######## design 1 ########
## config.mk

```make
export PLATFORM = sky130hd
export DESIGN_NAME = writeback_unit
export DESIGN_NICKNAME = d
export VERILOG_FILES = /design/src/rtl/riscv_pkg.sv /design/src/rtl/writeback_unit_fifo.sv /design/src/rtl/writeback_unit.sv
export SDC_FILE = /design/constraint.sdc
export NUM_CORES = 1
export LEC_CHECK = 0
export ABC_AREA = 1
export CORE_AREA = 5 5 123 125
export DETAILED_ROUTE_END_ITERATION = 10
export DIE_AREA = 0 0 128 130
export PLACE_DENSITY = 0.84
export RECOVER_POWER = 25
export SETUP_SLACK_MARGIN = 0.15
export SLEW_MARGIN = 20
export SYNTH_ARGS = -nofsm -noshare
export SYNTH_HDL_FRONTEND = slang
export SYNTH_SLANG_ARGS = --single-unit
```

## constraint.sdc

```tcl
create_clock -name clk -period 4 [get_ports clk]
set_input_delay 0.4 -clock clk [delete_from_list [all_inputs] [get_ports clk]]
set_output_delay 0.4 -clock clk [all_outputs]
set_load 0.05 [all_outputs]
```

## src/rtl/riscv_pkg.sv

```systemverilog
// riscv_pkg: shared widths and types for the register-bank write side.
package riscv_pkg;
    localparam int XLEN   = 32;
    localparam int REG_AW = 5;

    typedef struct packed {
        logic [REG_AW-1:0] rd;
        logic [XLEN-1:0]   val;
    } wb_entry_t;

    typedef enum logic [1:0] {SEL_NONE, SEL_LD, SEL_Q, SEL_ALU} wb_sel_e;

    function automatic wb_entry_t mk_entry(input logic [REG_AW-1:0] rd, input logic [XLEN-1:0] val);
        return '{rd: rd, val: val};
    endfunction
endpackage

```

## src/rtl/writeback_unit_fifo.sv

```systemverilog
// wb_fifo: DEPTH-entry FIFO of writeback entries; exports per-slot rd/valid
// so the hazard check can see every result still waiting to retire.
module wb_fifo
    import riscv_pkg::*;
#(
    parameter int DEPTH = 2
) (
    input  logic                         clk,
    input  logic                         rst_n,
    input  logic                         push_i,
    input  wb_entry_t                    push_data_i,
    input  logic                         pop_i,
    output wb_entry_t                    head_o,
    output logic                         full_o,
    output logic                         empty_o,
    output logic [DEPTH-1:0]             ent_vld_o,
    output logic [DEPTH-1:0][REG_AW-1:0] ent_rd_o
);
    localparam int AW = $clog2(DEPTH);

    logic [AW:0] wr_q, rd_q, cnt;
    wb_entry_t   mem_q [DEPTH];

    // extra pointer bit distinguishes full from empty when the slot bits match
    assign cnt     = wr_q - rd_q;
    assign empty_o = wr_q == rd_q;
    assign full_o  = (wr_q[AW] != rd_q[AW]) && (wr_q[AW-1:0] == rd_q[AW-1:0]);
    assign head_o  = mem_q[rd_q[AW-1:0]];

    always_ff @(posedge clk or negedge rst_n) begin
        if (!rst_n) begin
            wr_q <= '0;
            rd_q <= '0;
        end else begin
            if (push_i) wr_q <= wr_q + (AW+1)'(1);
            if (pop_i)  rd_q <= rd_q + (AW+1)'(1);
        end
    end

    always_ff @(posedge clk) begin
        if (push_i) mem_q[wr_q[AW-1:0]] <= push_data_i;
    end

    for (genvar i = 0; i < DEPTH; i++) begin : g_ent
        logic [AW-1:0] off;
        assign off          = AW'(i) - rd_q[AW-1:0];
        assign ent_vld_o[i] = {1'b0, off} < cnt;
        assign ent_rd_o[i]  = mem_q[i].rd;
    end
endmodule

```

## src/rtl/writeback_unit.sv

```systemverilog
// writeback_unit: arbitrates ALU and load results onto the single register-bank
// write port and tracks registers with outstanding loads for decode stalls.
module writeback_unit
    import riscv_pkg::*;
#(
    parameter int NREG   = 32,
    parameter int QDEPTH = 2
) (
    input  logic              clk,
    input  logic              rst_n,
    input  logic              alu_valid,
    output logic              alu_ready,
    input  logic [REG_AW-1:0] alu_rd,
    input  logic [XLEN-1:0]   alu_val,
    input  logic              ld_valid,
    output logic              ld_ready,
    input  logic [REG_AW-1:0] ld_rd,
    input  logic [XLEN-1:0]   ld_val,
    input  logic              issue_ld,
    input  logic [REG_AW-1:0] issue_rd,
    input  logic [REG_AW-1:0] rs1,
    input  logic [REG_AW-1:0] rs2,
    output logic              stall,
    output logic              reg_we,
    output logic [REG_AW-1:0] rd,
    output logic [XLEN-1:0]   rd_val
);
    wb_sel_e                      sel;
    wb_entry_t                    q_head, pick, wb_q, wb_d;
    logic                         q_full, q_empty, push, pop, ld_acc;
    logic                         we_q, we_d;
    logic [QDEPTH-1:0]            ent_vld;
    logic [QDEPTH-1:0][REG_AW-1:0] ent_rd;
    logic [NREG-1:0]              busy_q, busy_d;
    logic [1:0][REG_AW-1:0]       src;
    logic [1:0]                   hit;

    assign alu_ready = rst_n && !q_full;
    assign ld_ready  = rst_n && !q_full;

    // a full queue must drain first so the ALU path can never deadlock behind loads
    assign sel = q_full    ? SEL_Q   :
                 ld_valid  ? SEL_LD  :
                 !q_empty  ? SEL_Q   :
                 alu_valid ? SEL_ALU : SEL_NONE;

    assign pick = sel == SEL_LD  ? mk_entry(ld_rd, ld_val)   :
                  sel == SEL_Q   ? q_head                    :
                  sel == SEL_ALU ? mk_entry(alu_rd, alu_val) : wb_entry_t'('0);

    assign ld_acc = sel == SEL_LD;
    assign pop    = sel == SEL_Q;
    assign push   = alu_valid && alu_ready && sel != SEL_ALU;
    assign wb_d   = pick;
    assign we_d   = sel != SEL_NONE && pick.rd != '0;

    wb_fifo #(.DEPTH(QDEPTH)) u_fifo (
        .clk        (clk),
        .rst_n      (rst_n),
        .push_i     (push),
        .push_data_i(mk_entry(alu_rd, alu_val)),
        .pop_i      (pop),
        .head_o     (q_head),
        .full_o     (q_full),
        .empty_o    (q_empty),
        .ent_vld_o  (ent_vld),
        .ent_rd_o   (ent_rd)
    );

    // set is applied after clear so a reissue to the retiring register stays busy
    always_comb begin
        busy_d = busy_q;
        if (ld_acc) busy_d[ld_rd] = 1'b0;
        if (issue_ld && issue_rd != '0) busy_d[issue_rd] = 1'b1;
        busy_d[0] = 1'b0;
    end

    always_ff @(posedge clk or negedge rst_n) begin
        if (!rst_n) begin
            busy_q <= '0;
            we_q   <= 1'b0;
            wb_q   <= '0;
        end else begin
            busy_q <= busy_d;
            we_q   <= we_d;
            wb_q   <= wb_d;
        end
    end

    assign reg_we = we_q;
    assign rd     = wb_q.rd;
    assign rd_val = wb_q.val;

    assign src = {rs2, rs1};

    always_comb begin
        hit = '0;
        for (int s = 0; s < 2; s++) begin
            hit[s] = busy_q[src[s]] || (we_q && wb_q.rd == src[s]);
            for (int e = 0; e < QDEPTH; e++)
                hit[s] = hit[s] || (ent_vld[e] && ent_rd[e] == src[s]);
            hit[s] = hit[s] && src[s] != '0;
        end
    end

    assign stall = rst_n && |hit;
endmodule

```

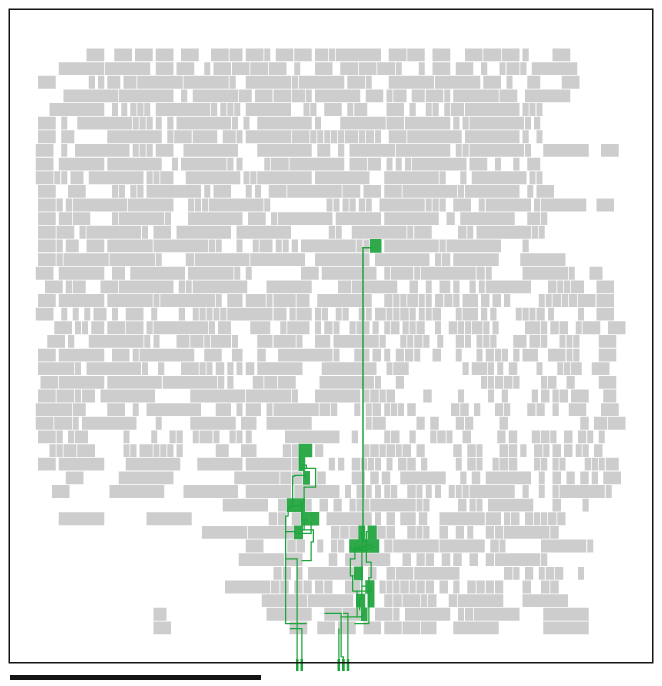
Fig. 1. I/O nets highlighted (design 1).
The bar under the picture is 50 µm long.
[green] ld_rd | direction: input | edge: bottom | end cells: 19 | buffers: 5 | wire: 283 µm
IO Pins: 135
IO buf count: 134

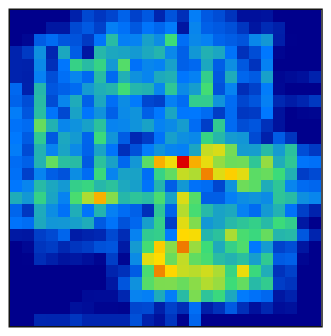
Fig. 2. Routed metal per tile (design 1).
26 x 26 tiles, from dark blue (low) to red (high), scaled to the fullest tile. Values are wire area over tile area, all layers added.
nearly empty tiles: 15%
emptiest ninth of the die: bottom left
tiles over half the peak: 11%
mean over tiles: 0.20
fullest tile: 0.77
routed via count: 6224
Tot GR Track Use: 24.2%
Post-Route WL: 19500 µm
post-DR wirelength/cell: 16.9 µm

==> impl_metrics.env <==
# physical design summary
export IMPL_path_common_cell="nor2_1"
export IMPL_finalHoldViolCount=0
export IMPL_placeableCoreArea_um2=13800
export IMPL_flop_area_um2=4050
export IMPL_grt_use_met1_pct=30.4
export IMPL_place_congestion=0.938
export IMPL_p_leak_nw=4.05
export IMPL_largest_register_ffs=74
export IMPL_dp_slack_ns=1.10
export IMPL_highest_layer="met5"
export IMPL_drv_cap=0
export IMPL_syn_avg_cell_area_um2=8.67
export IMPL_rows=43
export IMPL_final_comb_area_um2=2540
export IMPL_grt_use_met3_pct=6.79
export IMPL_cts_setup_buffers=0
export IMPL_clk_pin_slew_ns=0.06
export IMPL_p_per_area_nw_per_um2=734
export IMPL_async_flop_share_pct=49.7
export IMPL_crit_family="buffers and inverters"
export IMPL_top_cells_by_count="nand2_1, inv_1, nand3_1"
export IMPL_place_area_um2=8650
export IMPL_rsz0062_at_grt="false"
export IMPL_die_area_um2=16600
export IMPL_crit_path_end_kind="output pin"
export IMPL_avgViaCountPerCell=5.41
export IMPL_wl_met1_um=7850
export IMPL_largestClassByArea="sequential cells"
export IMPL_cp_max_fo=43
export IMPL_simple_gate_area_share_pct=23.3
export IMPL_synth_nets=924
export IMPL_setup_tns_ns=0
export IMPL_buf_share_pct=15.7
export IMPL_clkPwrFrac_pct=21.2
export IMPL_fp_dieW_um=128
export IMPL_rr_worst_depth=8
export IMPL_endpoint="stall"
export IMPL_synthAoiAreaFrac_pct=10.1
export IMPL_path_class="flip-flop to output pin"
export IMPL_status="finished clean"
export IMPL_cts_buffers=17
export IMPL_slowest_delay_ns=0.42
export IMPL_timing_rr_start="u_fifo.rd_q[0]"
export IMPL_layout_top_cells="nand2_1, inv_1, clkdlybuf4s50_1"
export IMPL_combPwrFrac_pct=45.3
export IMPL_comb_share_pct=27.6
export IMPL_period_used_pct=79.2
export IMPL_comb_power_mw=3.05
export IMPL_dp_hpwl_um=13500
export IMPL_final_nets=1055
export IMPL_synthCells=827
export IMPL_place_inst=1118
export IMPL_flop_count=147
export IMPL_setup_viol_count_final=0
export IMPL_fp_util_pct=52.0
export IMPL_crit_arrival_ns=2.77

######## design 2 ########
## src/rtl/i2c_target_mem_if.sv

```systemverilog
// Bus bundle for the I2C target memory: line levels in, open-drain SDA enable and write-notify out.
interface i2c_target_mem_if #(
  parameter int PTR_W = 4
);
  logic             scl_i;
  logic             sda_i;
  logic             sda_oe;
  logic             wr_strobe;
  logic [PTR_W-1:0] wr_ptr;
  logic [7:0]       wr_data;
  logic             busy;

  modport master (
    output scl_i, sda_i,
    input  sda_oe, wr_strobe, wr_ptr, wr_data, busy
  );

  modport slave (
    input  scl_i, sda_i,
    output sda_oe, wr_strobe, wr_ptr, wr_data, busy
  );
endinterface

```

## src/rtl/i2c_target_mem.sv

```systemverilog
// I2C target with a 2**PTR_W byte register file; pointer-addressed writes, sequential reads.
// Define I2C_GLITCH_FILTER_EN to add a 3-sample majority filter on both lines (+2 clk latency).
module i2c_target_mem #(
  parameter logic [6:0] DEV_ADDR = 7'h10,
  parameter int         PTR_W    = 4
) (
  input  logic            clk,
  input  logic            rst,
  i2c_target_mem_if.slave bus
);

  localparam int DEPTH = 2 ** PTR_W;

  typedef enum logic [3:0] {
    IDLE, ADDR, ADDR_ACK, PTR, PTR_ACK, WDATA, WDATA_ACK, RDATA, RDATA_ACK, IGNORE
  } state_t;

  state_t           state, state_nxt;
  logic             scl_p0, scl_p1, sda_p0, sda_p1;
  logic             scl, sda, scl_d, sda_d;
  logic             scl_rise, scl_fall, start_c, stop_c;
  logic [2:0]       cnt;
  logic             ack9;
  logic [7:0]       sh, rx_byte, rd_byte;
  logic [PTR_W-1:0] ptr;
  logic [7:0]       mem [DEPTH];

  logic oe_nxt, ld_rd, wr_en, ptr_ld, ptr_inc, busy_set, rx_shift, tx_shift, bit_cnt_en, is_ack;

  // Stage p0/p1: two-flop synchronisers; idle bus level is high so reset to 1.
  always_ff @(posedge clk) begin
    if (rst) begin
      scl_p0 <= 1'b1;
      scl_p1 <= 1'b1;
      sda_p0 <= 1'b1;
      sda_p1 <= 1'b1;
    end else begin
      scl_p0 <= bus.scl_i;
      scl_p1 <= scl_p0;
      sda_p0 <= bus.sda_i;
      sda_p1 <= sda_p0;
    end
  end

`ifdef I2C_GLITCH_FILTER_EN
  function automatic logic maj3(input logic a, input logic b, input logic c);
    return (a & b) | (a & c) | (b & c);
  endfunction

  logic [1:0] scl_h, sda_h;
  logic       scl_f, sda_f;

  // Stage p2: majority vote over the last three synchronised samples.
  always_ff @(posedge clk) begin
    if (rst) begin
      scl_h <= 2'b11;
      sda_h <= 2'b11;
      scl_f <= 1'b1;
      sda_f <= 1'b1;
    end else begin
      scl_h <= {scl_h[0], scl_p1};
      sda_h <= {sda_h[0], sda_p1};
      scl_f <= maj3(scl_p1, scl_h[0], scl_h[1]);
      sda_f <= maj3(sda_p1, sda_h[0], sda_h[1]);
    end
  end

  assign scl = scl_f;
  assign sda = sda_f;
`else
  assign scl = scl_p1;
  assign sda = sda_p1;
`endif

  always_ff @(posedge clk) begin
    if (rst) begin
      scl_d <= 1'b1;
      sda_d <= 1'b1;
    end else begin
      scl_d <= scl;
      sda_d <= sda;
    end
  end

  assign scl_rise = scl & ~scl_d;
  assign scl_fall = ~scl & scl_d;
  assign start_c  = scl & scl_d & sda_d & ~sda;
  assign stop_c   = scl & scl_d & ~sda_d & sda;
  assign rx_byte  = {sh[6:0], sda};
  assign rd_byte  = mem[ptr];

  always_ff @(posedge clk) begin
    if (rst) state <= IDLE;
    else     state <= state_nxt;
  end

  always_comb begin
    state_nxt = state;
    if (stop_c) begin
      state_nxt = IDLE;
    end else if (start_c) begin
      state_nxt = ADDR;
    end else begin
      case (state)
        ADDR:      if (scl_rise && cnt == 3'd7)
                     state_nxt = (rx_byte[7:1] == DEV_ADDR) ? ADDR_ACK : IGNORE;
        ADDR_ACK:  if (scl_fall && ack9) state_nxt = sh[0] ? RDATA : PTR;
        PTR:       if (scl_rise && cnt == 3'd7) state_nxt = PTR_ACK;
        PTR_ACK:   if (scl_fall && ack9) state_nxt = WDATA;
        WDATA:     if (scl_rise && cnt == 3'd7) state_nxt = WDATA_ACK;
        WDATA_ACK: if (scl_fall && ack9) state_nxt = WDATA;
        RDATA:     if (scl_rise && cnt == 3'd7) state_nxt = RDATA_ACK;
        RDATA_ACK: begin
          if (scl_rise && sda)       state_nxt = IGNORE;
          else if (scl_fall && ack9) state_nxt = RDATA;
        end
        default:   state_nxt = state;
      endcase
    end
  end

  // ack9 marks that the 9th SCL rise of an acknowledge slot has been seen.
  always_comb begin
    oe_nxt     = bus.sda_oe;
    ld_rd      = 1'b0;
    wr_en      = 1'b0;
    ptr_ld     = 1'b0;
    ptr_inc    = 1'b0;
    busy_set   = 1'b0;
    rx_shift   = 1'b0;
    tx_shift   = 1'b0;
    bit_cnt_en = 1'b0;
    is_ack     = 1'b0;
    if (stop_c || start_c) begin
      oe_nxt = 1'b0;
    end else begin
      case (state)
        ADDR, PTR, WDATA: begin
          rx_shift   = scl_rise;
          bit_cnt_en = scl_rise;
          if (scl_rise && cnt == 3'd7) begin
            busy_set = (state == ADDR) && (rx_byte[7:1] == DEV_ADDR);
            ptr_ld   = (state == PTR);
            wr_en    = (state == WDATA);
            ptr_inc  = (state == WDATA);
          end
        end
        ADDR_ACK, PTR_ACK, WDATA_ACK: begin
          is_ack = 1'b1;
          if (scl_fall) oe_nxt = ~ack9;
          if (state == ADDR_ACK && scl_fall && ack9 && sh[0]) begin
            ld_rd  = 1'b1;
            oe_nxt = ~rd_byte[7];
          end
        end
        RDATA: begin
          bit_cnt_en = scl_rise;
          tx_shift   = scl_fall;
          if (scl_fall) oe_nxt = ~sh[6];
        end
        RDATA_ACK: begin
          is_ack = 1'b1;
          if (scl_fall && !ack9) oe_nxt = 1'b0;
          if (scl_rise && !sda) ptr_inc = 1'b1;
          if (scl_fall && ack9) begin
            ld_rd  = 1'b1;
            oe_nxt = ~rd_byte[7];
          end
        end
        default: oe_nxt = 1'b0;
      endcase
    end
  end

  always_ff @(posedge clk) begin
    if (rst) begin
      cnt           <= '0;
      ack9          <= 1'b0;
      ptr           <= '0;
      bus.sda_oe    <= 1'b0;
      bus.busy      <= 1'b0;
      bus.wr_strobe <= 1'b0;
      bus.wr_ptr    <= '0;
      bus.wr_data   <= '0;
    end else begin
      bus.sda_oe    <= oe_nxt;
      bus.wr_strobe <= wr_en;
      if (wr_en) begin
        bus.wr_ptr  <= ptr;
        bus.wr_data <= rx_byte;
      end
      if (start_c || stop_c) cnt <= '0;
      else if (bit_cnt_en)   cnt <= cnt + 3'd1;
      ack9 <= is_ack & (ack9 | scl_rise);
      if (ptr_ld)       ptr <= rx_byte[PTR_W-1:0];
      else if (ptr_inc) ptr <= ptr + 1'b1;
      if (stop_c)        bus.busy <= 1'b0;
      else if (busy_set) bus.busy <= 1'b1;
    end
  end

  always_ff @(posedge clk) begin
    if (ld_rd)         sh <= rd_byte;
    else if (rx_shift) sh <= rx_byte;
    else if (tx_shift) sh <= {sh[6:0], 1'b0};
  end

  always_ff @(posedge clk) begin
    if (rst) begin
      for (int i = 0; i < DEPTH; i++) mem[i] <= '0;
    end else if (wr_en) begin
      mem[ptr] <= rx_byte;
    end
  end

endmodule

```

## src/flat_wrapper.sv

```systemverilog
// flat-port wrapper written by rule: the top's interface ports become plain ports
module i2c_target_mem_flat 
#(
  parameter logic [6:0] DEV_ADDR = 7'h10,
  parameter int         PTR_W    = 4
)
  (clk, rst, bus_scl_i, bus_sda_i, bus_sda_oe, bus_wr_strobe, bus_wr_ptr, bus_wr_data, bus_busy);
  i2c_target_mem_if #(.PTR_W(PTR_W)) bus_i ();
  input  logic clk;
  input  logic rst;
  input wire logic [$bits(bus_i.scl_i)-1:0] bus_scl_i;
  input wire logic [$bits(bus_i.sda_i)-1:0] bus_sda_i;
  output wire logic [$bits(bus_i.sda_oe)-1:0] bus_sda_oe;
  output wire logic [$bits(bus_i.wr_strobe)-1:0] bus_wr_strobe;
  output wire logic [$bits(bus_i.wr_ptr)-1:0] bus_wr_ptr;
  output wire logic [$bits(bus_i.wr_data)-1:0] bus_wr_data;
  output wire logic [$bits(bus_i.busy)-1:0] bus_busy;
  assign bus_i.scl_i = bus_scl_i;
  assign bus_i.sda_i = bus_sda_i;
  assign bus_sda_oe = bus_i.sda_oe;
  assign bus_wr_strobe = bus_i.wr_strobe;
  assign bus_wr_ptr = bus_i.wr_ptr;
  assign bus_wr_data = bus_i.wr_data;
  assign bus_busy = bus_i.busy;
  i2c_target_mem #(.DEV_ADDR(DEV_ADDR), .PTR_W(PTR_W)) u_core (.clk(clk), .rst(rst), .bus(bus_i));
endmodule
```

## config.mk

```make
export PLATFORM = sky130hd
export DESIGN_NAME = i2c_target_mem_flat
export DESIGN_NICKNAME = d
export VERILOG_FILES = /design/src/rtl/i2c_target_mem_if.sv /design/src/rtl/i2c_target_mem.sv /design/src/flat_wrapper.sv
export SDC_FILE = /design/constraint.sdc
export NUM_CORES = 1
export LEC_CHECK = 0
export CAP_MARGIN = 20
export CELL_PAD_IN_SITES_DETAIL_PLACEMENT = 1
export CELL_PAD_IN_SITES_GLOBAL_PLACEMENT = 1
export CORE_ASPECT_RATIO = 0.75
export CORE_MARGIN = 8
export CORE_UTILIZATION = 52
export CTS_CLUSTER_SIZE = 12
export DETAILED_ROUTE_END_ITERATION = 7
export HOLD_SLACK_MARGIN = 0.03
export PLACE_DENSITY_LB_ADDON = 0.3
export SYNTH_ARGS = -nofsm -noshare
export SYNTH_HDL_FRONTEND = slang
export SYNTH_SLANG_ARGS = --single-unit
```

## constraint.sdc

```tcl
create_clock -name clk -period 2.9 [get_ports clk]
set_input_delay 0.58 -clock clk [delete_from_list [all_inputs] [get_ports clk]]
set_output_delay 0.58 -clock clk [all_outputs]
set_load 0.005 [all_outputs]
```

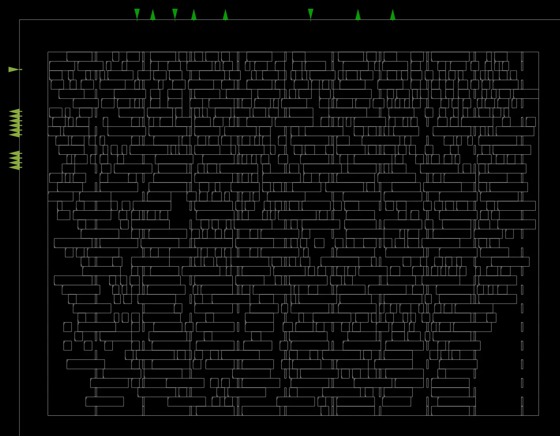
Fig. 3. Placement view (design 2).
CORE AREA: 15200 µm²
Tap Cells: 205

==> impl_metrics.env <==
# physical design summary
export IMPL_worst_ep_required_time_ns=3.03
export IMPL_ff_type="edfxtp_1"
export IMPL_hp_start="u_core.sda_p0"
export IMPL_endpoint="u_core.mem[10][5]"
export IMPL_final_common_cell="edfxtp_1"
export IMPL_p_leak_nw=3.23
export IMPL_wl_per_cell_um=25.2
export IMPL_fp_dieH_um=124
export IMPL_cts_buffers=17
export IMPL_io_pins=19
export IMPL_clkbuf_count=19
export IMPL_antenna_found_initial=0
export IMPL_dr_wl_met3_um=1330
export IMPL_path_class="flip-flop to flip-flop"
export IMPL_buffers_excl_clock=55
export IMPL_fin_area_um2=9110
export IMPL_ys_types=56
export IMPL_rr_worst_depth=5
export IMPL_warnings=29
export IMPL_seq_share_pct=52.6
export IMPL_simple_gate_area_share_pct=18.3
export IMPL_ys_warn_count=0
export IMPL_htree_num_levels=4
export IMPL_cts_tree="done"
export IMPL_crit_arrival_ns=2.64
export IMPL_final_comb_area_um2=3020
export IMPL_cts_resized=0
export IMPL_async_flop_share_pct=0
export IMPL_root_buffer="clkbuf_16"
export IMPL_drive_gt1_share_pct=18.8
export IMPL_clkPwrFrac_pct=41.7
export IMPL_top_usage_layer="met2"
export IMPL_rsz0062_at_grt="false"
export IMPL_skew_ns=0.0137
export IMPL_cts_max_path_buffers=2
export IMPL_startpoint_type="flip-flop"
export IMPL_status="finished clean"
export IMPL_mux_share_pct=12.0
export IMPL_top_logic_kind="simple AND/OR/NAND/NOR gates"
export IMPL_grt_max_degree=31
export IMPL_whs_endpoint="u_core.sda"
export IMPL_top_cells_by_count="edfxtp_1, and2_1, nor2_1"
export IMPL_p_per_area_nw_per_um2=557
export IMPL_reg_largest_list="u_core.mem x128, u_core.bus.wr_data x8, u_core.sh x7"

######## design 3 ########
===== src/rtl/rv_isa_pkg.sv =====
// rv_isa_pkg: RV32I opcodes, optype one-hot bit indices and encoder error-cause codes
package rv_isa_pkg;
  localparam logic [6:0] OP_R      = 7'b0110011;
  localparam logic [6:0] OP_I      = 7'b0010011;
  localparam logic [6:0] OP_LOAD   = 7'b0000011;
  localparam logic [6:0] OP_STORE  = 7'b0100011;
  localparam logic [6:0] OP_BRANCH = 7'b1100011;
  localparam logic [6:0] OP_JAL    = 7'b1101111;
  localparam logic [6:0] OP_JALR   = 7'b1100111;
  localparam logic [6:0] OP_LUI    = 7'b0110111;
  localparam logic [6:0] OP_AUIPC  = 7'b0010111;
  localparam logic [6:0] OP_SYSTEM = 7'b1110011;
  localparam int OT_R      = 0;
  localparam int OT_I      = 1;
  localparam int OT_LOAD   = 2;
  localparam int OT_STORE  = 3;
  localparam int OT_BRANCH = 4;
  localparam int OT_JAL    = 5;
  localparam int OT_JALR   = 6;
  localparam int OT_LUI    = 7;
  localparam int OT_AUIPC  = 8;
  localparam int OT_SYSTEM = 9;
  localparam int OT_RSVD   = 10;
  localparam logic [1:0] CAUSE_NONE   = 2'd0;
  localparam logic [1:0] CAUSE_OPTYPE = 2'd1;
  localparam logic [1:0] CAUSE_RANGE  = 2'd2;
  localparam logic [1:0] CAUSE_ALIGN  = 2'd3;
endpackage


===== src/rtl/instr_field_pack.sv =====
// instr_field_pack: combinational RV32I field packing with immediate legality checks
module instr_field_pack
  import rv_isa_pkg::*;
(
  input  logic [10:0] optype,
  input  logic [4:0]  rd,
  input  logic [4:0]  rs1,
  input  logic [4:0]  rs2,
  input  logic [2:0]  funct3,
  input  logic [6:0]  funct7,
  input  logic [31:0] imm,
  output logic [31:0] word,
  output logic        legal,
  output logic [1:0]  cause
);
  logic [9:0] ot;
  logic signed [31:0] si;
  logic onehot, is_i12, is_u, shift, fits12, fits_b, fits_j, range_ok, align_ok;
  assign ot = optype[9:0];
  assign si = imm;
  assign onehot = (ot != '0) && ((ot & (ot - 10'd1)) == '0) && !optype[OT_RSVD];
  assign is_i12 = ot[OT_I] | ot[OT_LOAD] | ot[OT_JALR] | ot[OT_SYSTEM];
  assign is_u = ot[OT_LUI] | ot[OT_AUIPC];
  assign shift = ot[OT_I] && (funct3 == 3'b001 || funct3 == 3'b101);
  assign fits12 = si >= -32'sd2048 && si <= 32'sd2047;
  assign fits_b = si >= -32'sd4096 && si <= 32'sd4094;
  assign fits_j = si >= -32'sd1048576 && si <= 32'sd1048574;
  assign range_ok = ot[OT_R] ? 1'b1 :
                    shift ? imm[31:5] == '0 :
                    (is_i12 | ot[OT_STORE]) ? fits12 :
                    ot[OT_BRANCH] ? fits_b :
                    ot[OT_JAL] ? fits_j :
                    is_u ? imm[11:0] == '0 : 1'b1;
  assign align_ok = !((ot[OT_BRANCH] | ot[OT_JAL]) && imm[0]);
  assign cause = !onehot ? CAUSE_OPTYPE : !range_ok ? CAUSE_RANGE :
                 !align_ok ? CAUSE_ALIGN : CAUSE_NONE;
  assign legal = cause == CAUSE_NONE;
  always_comb begin
    word = '0;
    if (ot[OT_R])      word = {funct7, rs2, rs1, funct3, rd, OP_R};
    if (ot[OT_I])      word = {shift ? funct7 : imm[11:5], imm[4:0], rs1, funct3, rd, OP_I};
    if (ot[OT_LOAD])   word = {imm[11:0], rs1, funct3, rd, OP_LOAD};
    if (ot[OT_JALR])   word = {imm[11:0], rs1, funct3, rd, OP_JALR};
    if (ot[OT_SYSTEM]) word = {imm[11:0], rs1, funct3, rd, OP_SYSTEM};
    if (ot[OT_STORE])  word = {imm[11:5], rs2, rs1, funct3, imm[4:0], OP_STORE};
    if (ot[OT_BRANCH]) word = {imm[12], imm[10:5], rs2, rs1, funct3, imm[4:1], imm[11], OP_BRANCH};
    if (ot[OT_LUI])    word = {imm[31:12], rd, OP_LUI};
    if (ot[OT_AUIPC])  word = {imm[31:12], rd, OP_AUIPC};
    if (ot[OT_JAL])    word = {imm[20], imm[10:1], imm[11], imm[19:12], rd, OP_JAL};
  end
endmodule


===== src/rtl/instr_encoder.sv =====
// instr_encoder: accepts field-level requests, encodes RV32I words and streams them to IMEM
module instr_encoder
  import rv_isa_pkg::*;
#(
  parameter int ADDR_W = 10
) (
  input  logic              clk,
  input  logic              rst_n,
  input  logic              in_valid,
  output logic              in_ready,
  input  logic [10:0]       optype,
  input  logic [4:0]        rd,
  input  logic [4:0]        rs1,
  input  logic [4:0]        rs2,
  input  logic [2:0]        funct3,
  input  logic [6:0]        funct7,
  input  logic [31:0]       imm,
  input  logic              base_load,
  input  logic [ADDR_W-1:0] base_addr,
  input  logic              err_clr,
  output logic              imem_we,
  input  logic              imem_ready,
  output logic [ADDR_W-1:0] imem_addr,
  output logic [31:0]       imem_wdata,
  output logic              full,
  output logic [ADDR_W:0]   enc_count,
  output logic              err,
  output logic [1:0]        err_cause
);
  typedef enum logic [1:0] {IDLE, PEND, FULL} state_t;
  state_t state, state_nxt;
  logic [ADDR_W-1:0] ptr;
  logic [31:0] word;
  logic legal, accept, legal_acc, bad_acc, full_nxt;
  logic [1:0] cause;
  instr_field_pack u_pack (
    .optype(optype), .rd(rd), .rs1(rs1), .rs2(rs2), .funct3(funct3),
    .funct7(funct7), .imm(imm), .word(word), .legal(legal), .cause(cause)
  );
  assign imem_we = state == PEND;
  assign in_ready = !full && (!imem_we || imem_ready);
  assign accept = in_valid && in_ready;
  assign legal_acc = accept && legal;
  assign bad_acc = accept && !legal;
  assign full_nxt = base_load ? 1'b0 : (legal_acc && ptr == '1) ? 1'b1 : full;
  always_comb begin
    state_nxt = state;
    if (legal_acc) state_nxt = PEND;
    else if (state == PEND && imem_ready) state_nxt = full_nxt ? FULL : IDLE;
    else if (state == FULL && base_load) state_nxt = IDLE;
  end
  always_ff @(posedge clk or negedge rst_n) begin
    if (!rst_n) begin
      state      <= IDLE;
      ptr        <= '0;
      full       <= 1'b0;
      imem_addr  <= '0;
      imem_wdata <= '0;
      enc_count  <= '0;
      err        <= 1'b0;
      err_cause  <= CAUSE_NONE;
    end else begin
      state <= state_nxt;
      full  <= full_nxt;
      ptr   <= base_load ? base_addr : legal_acc ? ptr + 1'b1 : ptr;
      if (legal_acc) begin
        imem_addr  <= ptr;
        imem_wdata <= word;
        enc_count  <= enc_count + 1'b1;
      end
      err <= bad_acc | (err & ~err_clr);
      // the first cause since the last clear sticks; a same-cycle clear lets a new error overwrite it
      err_cause <= bad_acc ? ((err && !err_clr) ? err_cause : cause) :
                   err_clr ? CAUSE_NONE : err_cause;
    end
  end
endmodule


===== config.mk =====
export PLATFORM = sky130hd
export DESIGN_NAME = instr_encoder
export DESIGN_NICKNAME = d
export VERILOG_FILES = /design/src/rtl/rv_isa_pkg.sv /design/src/rtl/instr_field_pack.sv /design/src/rtl/instr_encoder.sv
export SDC_FILE = /design/constraint.sdc
export NUM_CORES = 1
export LEC_CHECK = 0
export ABC_AREA = 1
export CAP_MARGIN = 40
export CORE_MARGIN = 5
export CORE_UTILIZATION = 43
export DETAILED_ROUTE_END_ITERATION = 10
export PLACE_DENSITY = 0.77
export SETUP_SLACK_MARGIN = 0.15
export SLEW_MARGIN = 20
export SYNTH_ARGS = -nofsm -noshare
export SYNTH_HDL_FRONTEND = slang
export SYNTH_SLANG_ARGS = --single-unit

===== constraint.sdc =====
create_clock -name clk -period 1.8 [get_ports clk]
set_clock_uncertainty 0.2 [all_clocks]
set_input_delay 0.54 -clock clk [delete_from_list [all_inputs] [get_ports clk]]
set_output_delay 0.54 -clock clk [all_outputs]
set_load 0.01 [all_outputs]

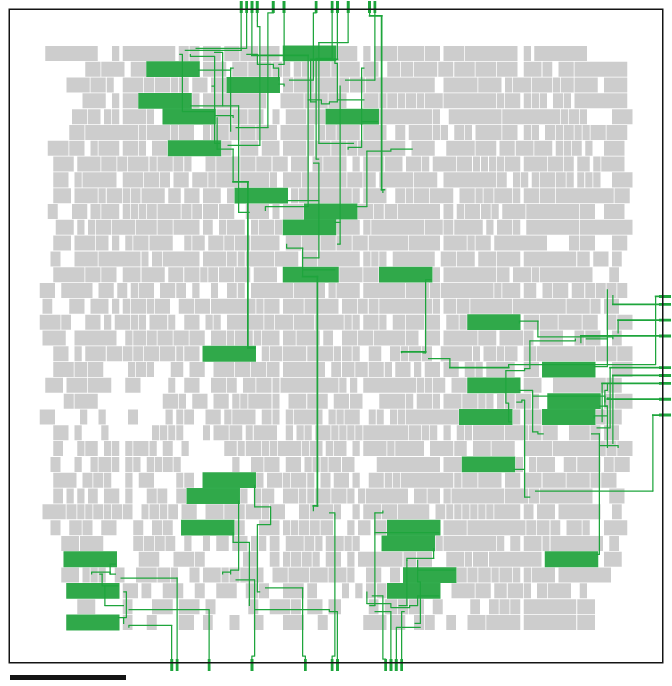
Fig. 4. I/O nets highlighted (design 3).
The bar under the picture is 20 µm long.
[green] imem_wdata | direction: output | edge: 12 top, 11 bottom, 9 right | end cells: 31 | buffers: 32 | wire: 1330 µm
IO buf count: 142
IO Pins: 143

==> impl_metrics.env <==
# physical design summary
export IMPL_final_setup_worst_slack_ns=-0.651
export IMPL_synth_most_common_cell="nand2_1"
export IMPL_finalPower_mw=4.21
export IMPL_simple_gate_area_share_pct=33.5
export IMPL_comb_power_mw=1.14
export IMPL_maxSlewHeadroom_pct=57.5
export IMPL_async_flop_share_pct=100
export IMPL_cts_resized=528
export IMPL_intPower_mw=2.92
export IMPL_path_class="primary input to flip-flop"
export IMPL_cts_buffers=9
export IMPL_top_register="imem_wdata"
export IMPL_setup_viol_count_final=70
export IMPL_logic_gate_count=488
export IMPL_dp_hpwl_um=13100
export IMPL_place_inst=1053
export IMPL_combPwrFrac_pct=27.1
export IMPL_wl_met1_um=8030
export IMPL_ff_type="dfrtp_1"
export IMPL_status="complete, but fails checks"
export IMPL_clk_pin_slew_ns=0.08
export IMPL_die_area_um2=12600
export IMPL_fin_crit_ns=2.45
export IMPL_first_global_vias=6267
export IMPL_crit_path_end_kind="flip-flop"
export IMPL_buf_share_pct=34.7
export IMPL_synth_nets=759
export IMPL_violations="setup timing"
export IMPL_warnings=30
export IMPL_synth_seq_cells=68
export IMPL_top_usage_layer="met2"
export IMPL_top_cells_by_count="nand2_1, inv_1, nor2_1"
export IMPL_drt_iter0_drc=703
export IMPL_sequentialPowerShare_pct=38.3
export IMPL_firstDrtPassIters=6
export IMPL_rsz0062_at_grt="true"
export IMPL_setup_tns_ns=-39.81
export IMPL_top_logic_kind="simple AND/OR/NAND/NOR gates"
export IMPL_n_fill_cell=590
export IMPL_clock_fmax_mhz=408
export IMPL_fp_dieH_um=112
export IMPL_wl_met2_um=11500
export IMPL_switching_share_pct=30.6
export IMPL_final_common_cell="buf_4"
export IMPL_flop_area_um2=1700
export IMPL_p_seq_mw=1.61
export IMPL_placeableCoreArea_um2=10300
export IMPL_final_util_pct=83.8
export IMPL_startpoint_type="primary input"
export IMPL_antenna_found_initial=0
export IMPL_endpoint="imem_wdata[14]"
export IMPL_reg_largest_list="imem_wdata x31, enc_count x11"
export IMPL_crit_family="simple AND/OR/NAND/NOR gates"
export IMPL_crit_arrival_ns=2.51
export IMPL_worst_r2r_setup_slack_ns=-0.45


==> notes/layouts.md <==
Pictures saved along the way, in no particular order.

Power grid.
shot_01.png
The bar under the picture is 20 µm long. Pins as bars on the die edge. Tap cells in grey.
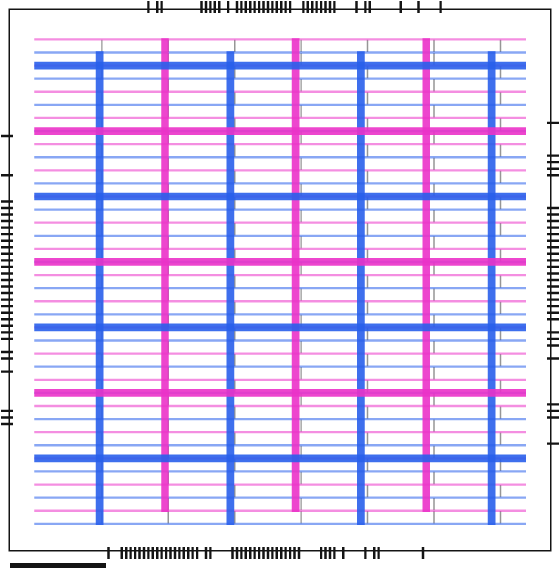
shot_02.png
The bar under the picture is 50 µm long. Pins as bars on the die edge. Tap cells in grey.
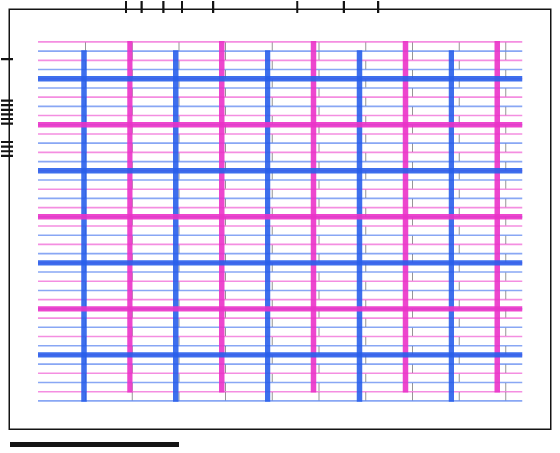
shot_03.png
The bar under the picture is 50 µm long. Pins as bars on the die edge. Tap cells in grey.
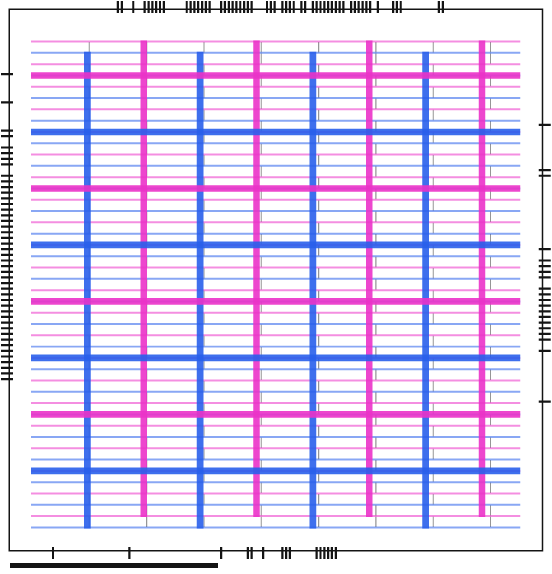
- shot_03.png = design 1
- shot_01.png = design 3
- shot_02.png = design 2
Of these, fewest pins: shot_02.png

Key to shot_01.png:
[blue] VSS
[magenta] VDD
met1 rails: 38
signal pins: 143
met4 straps: 7

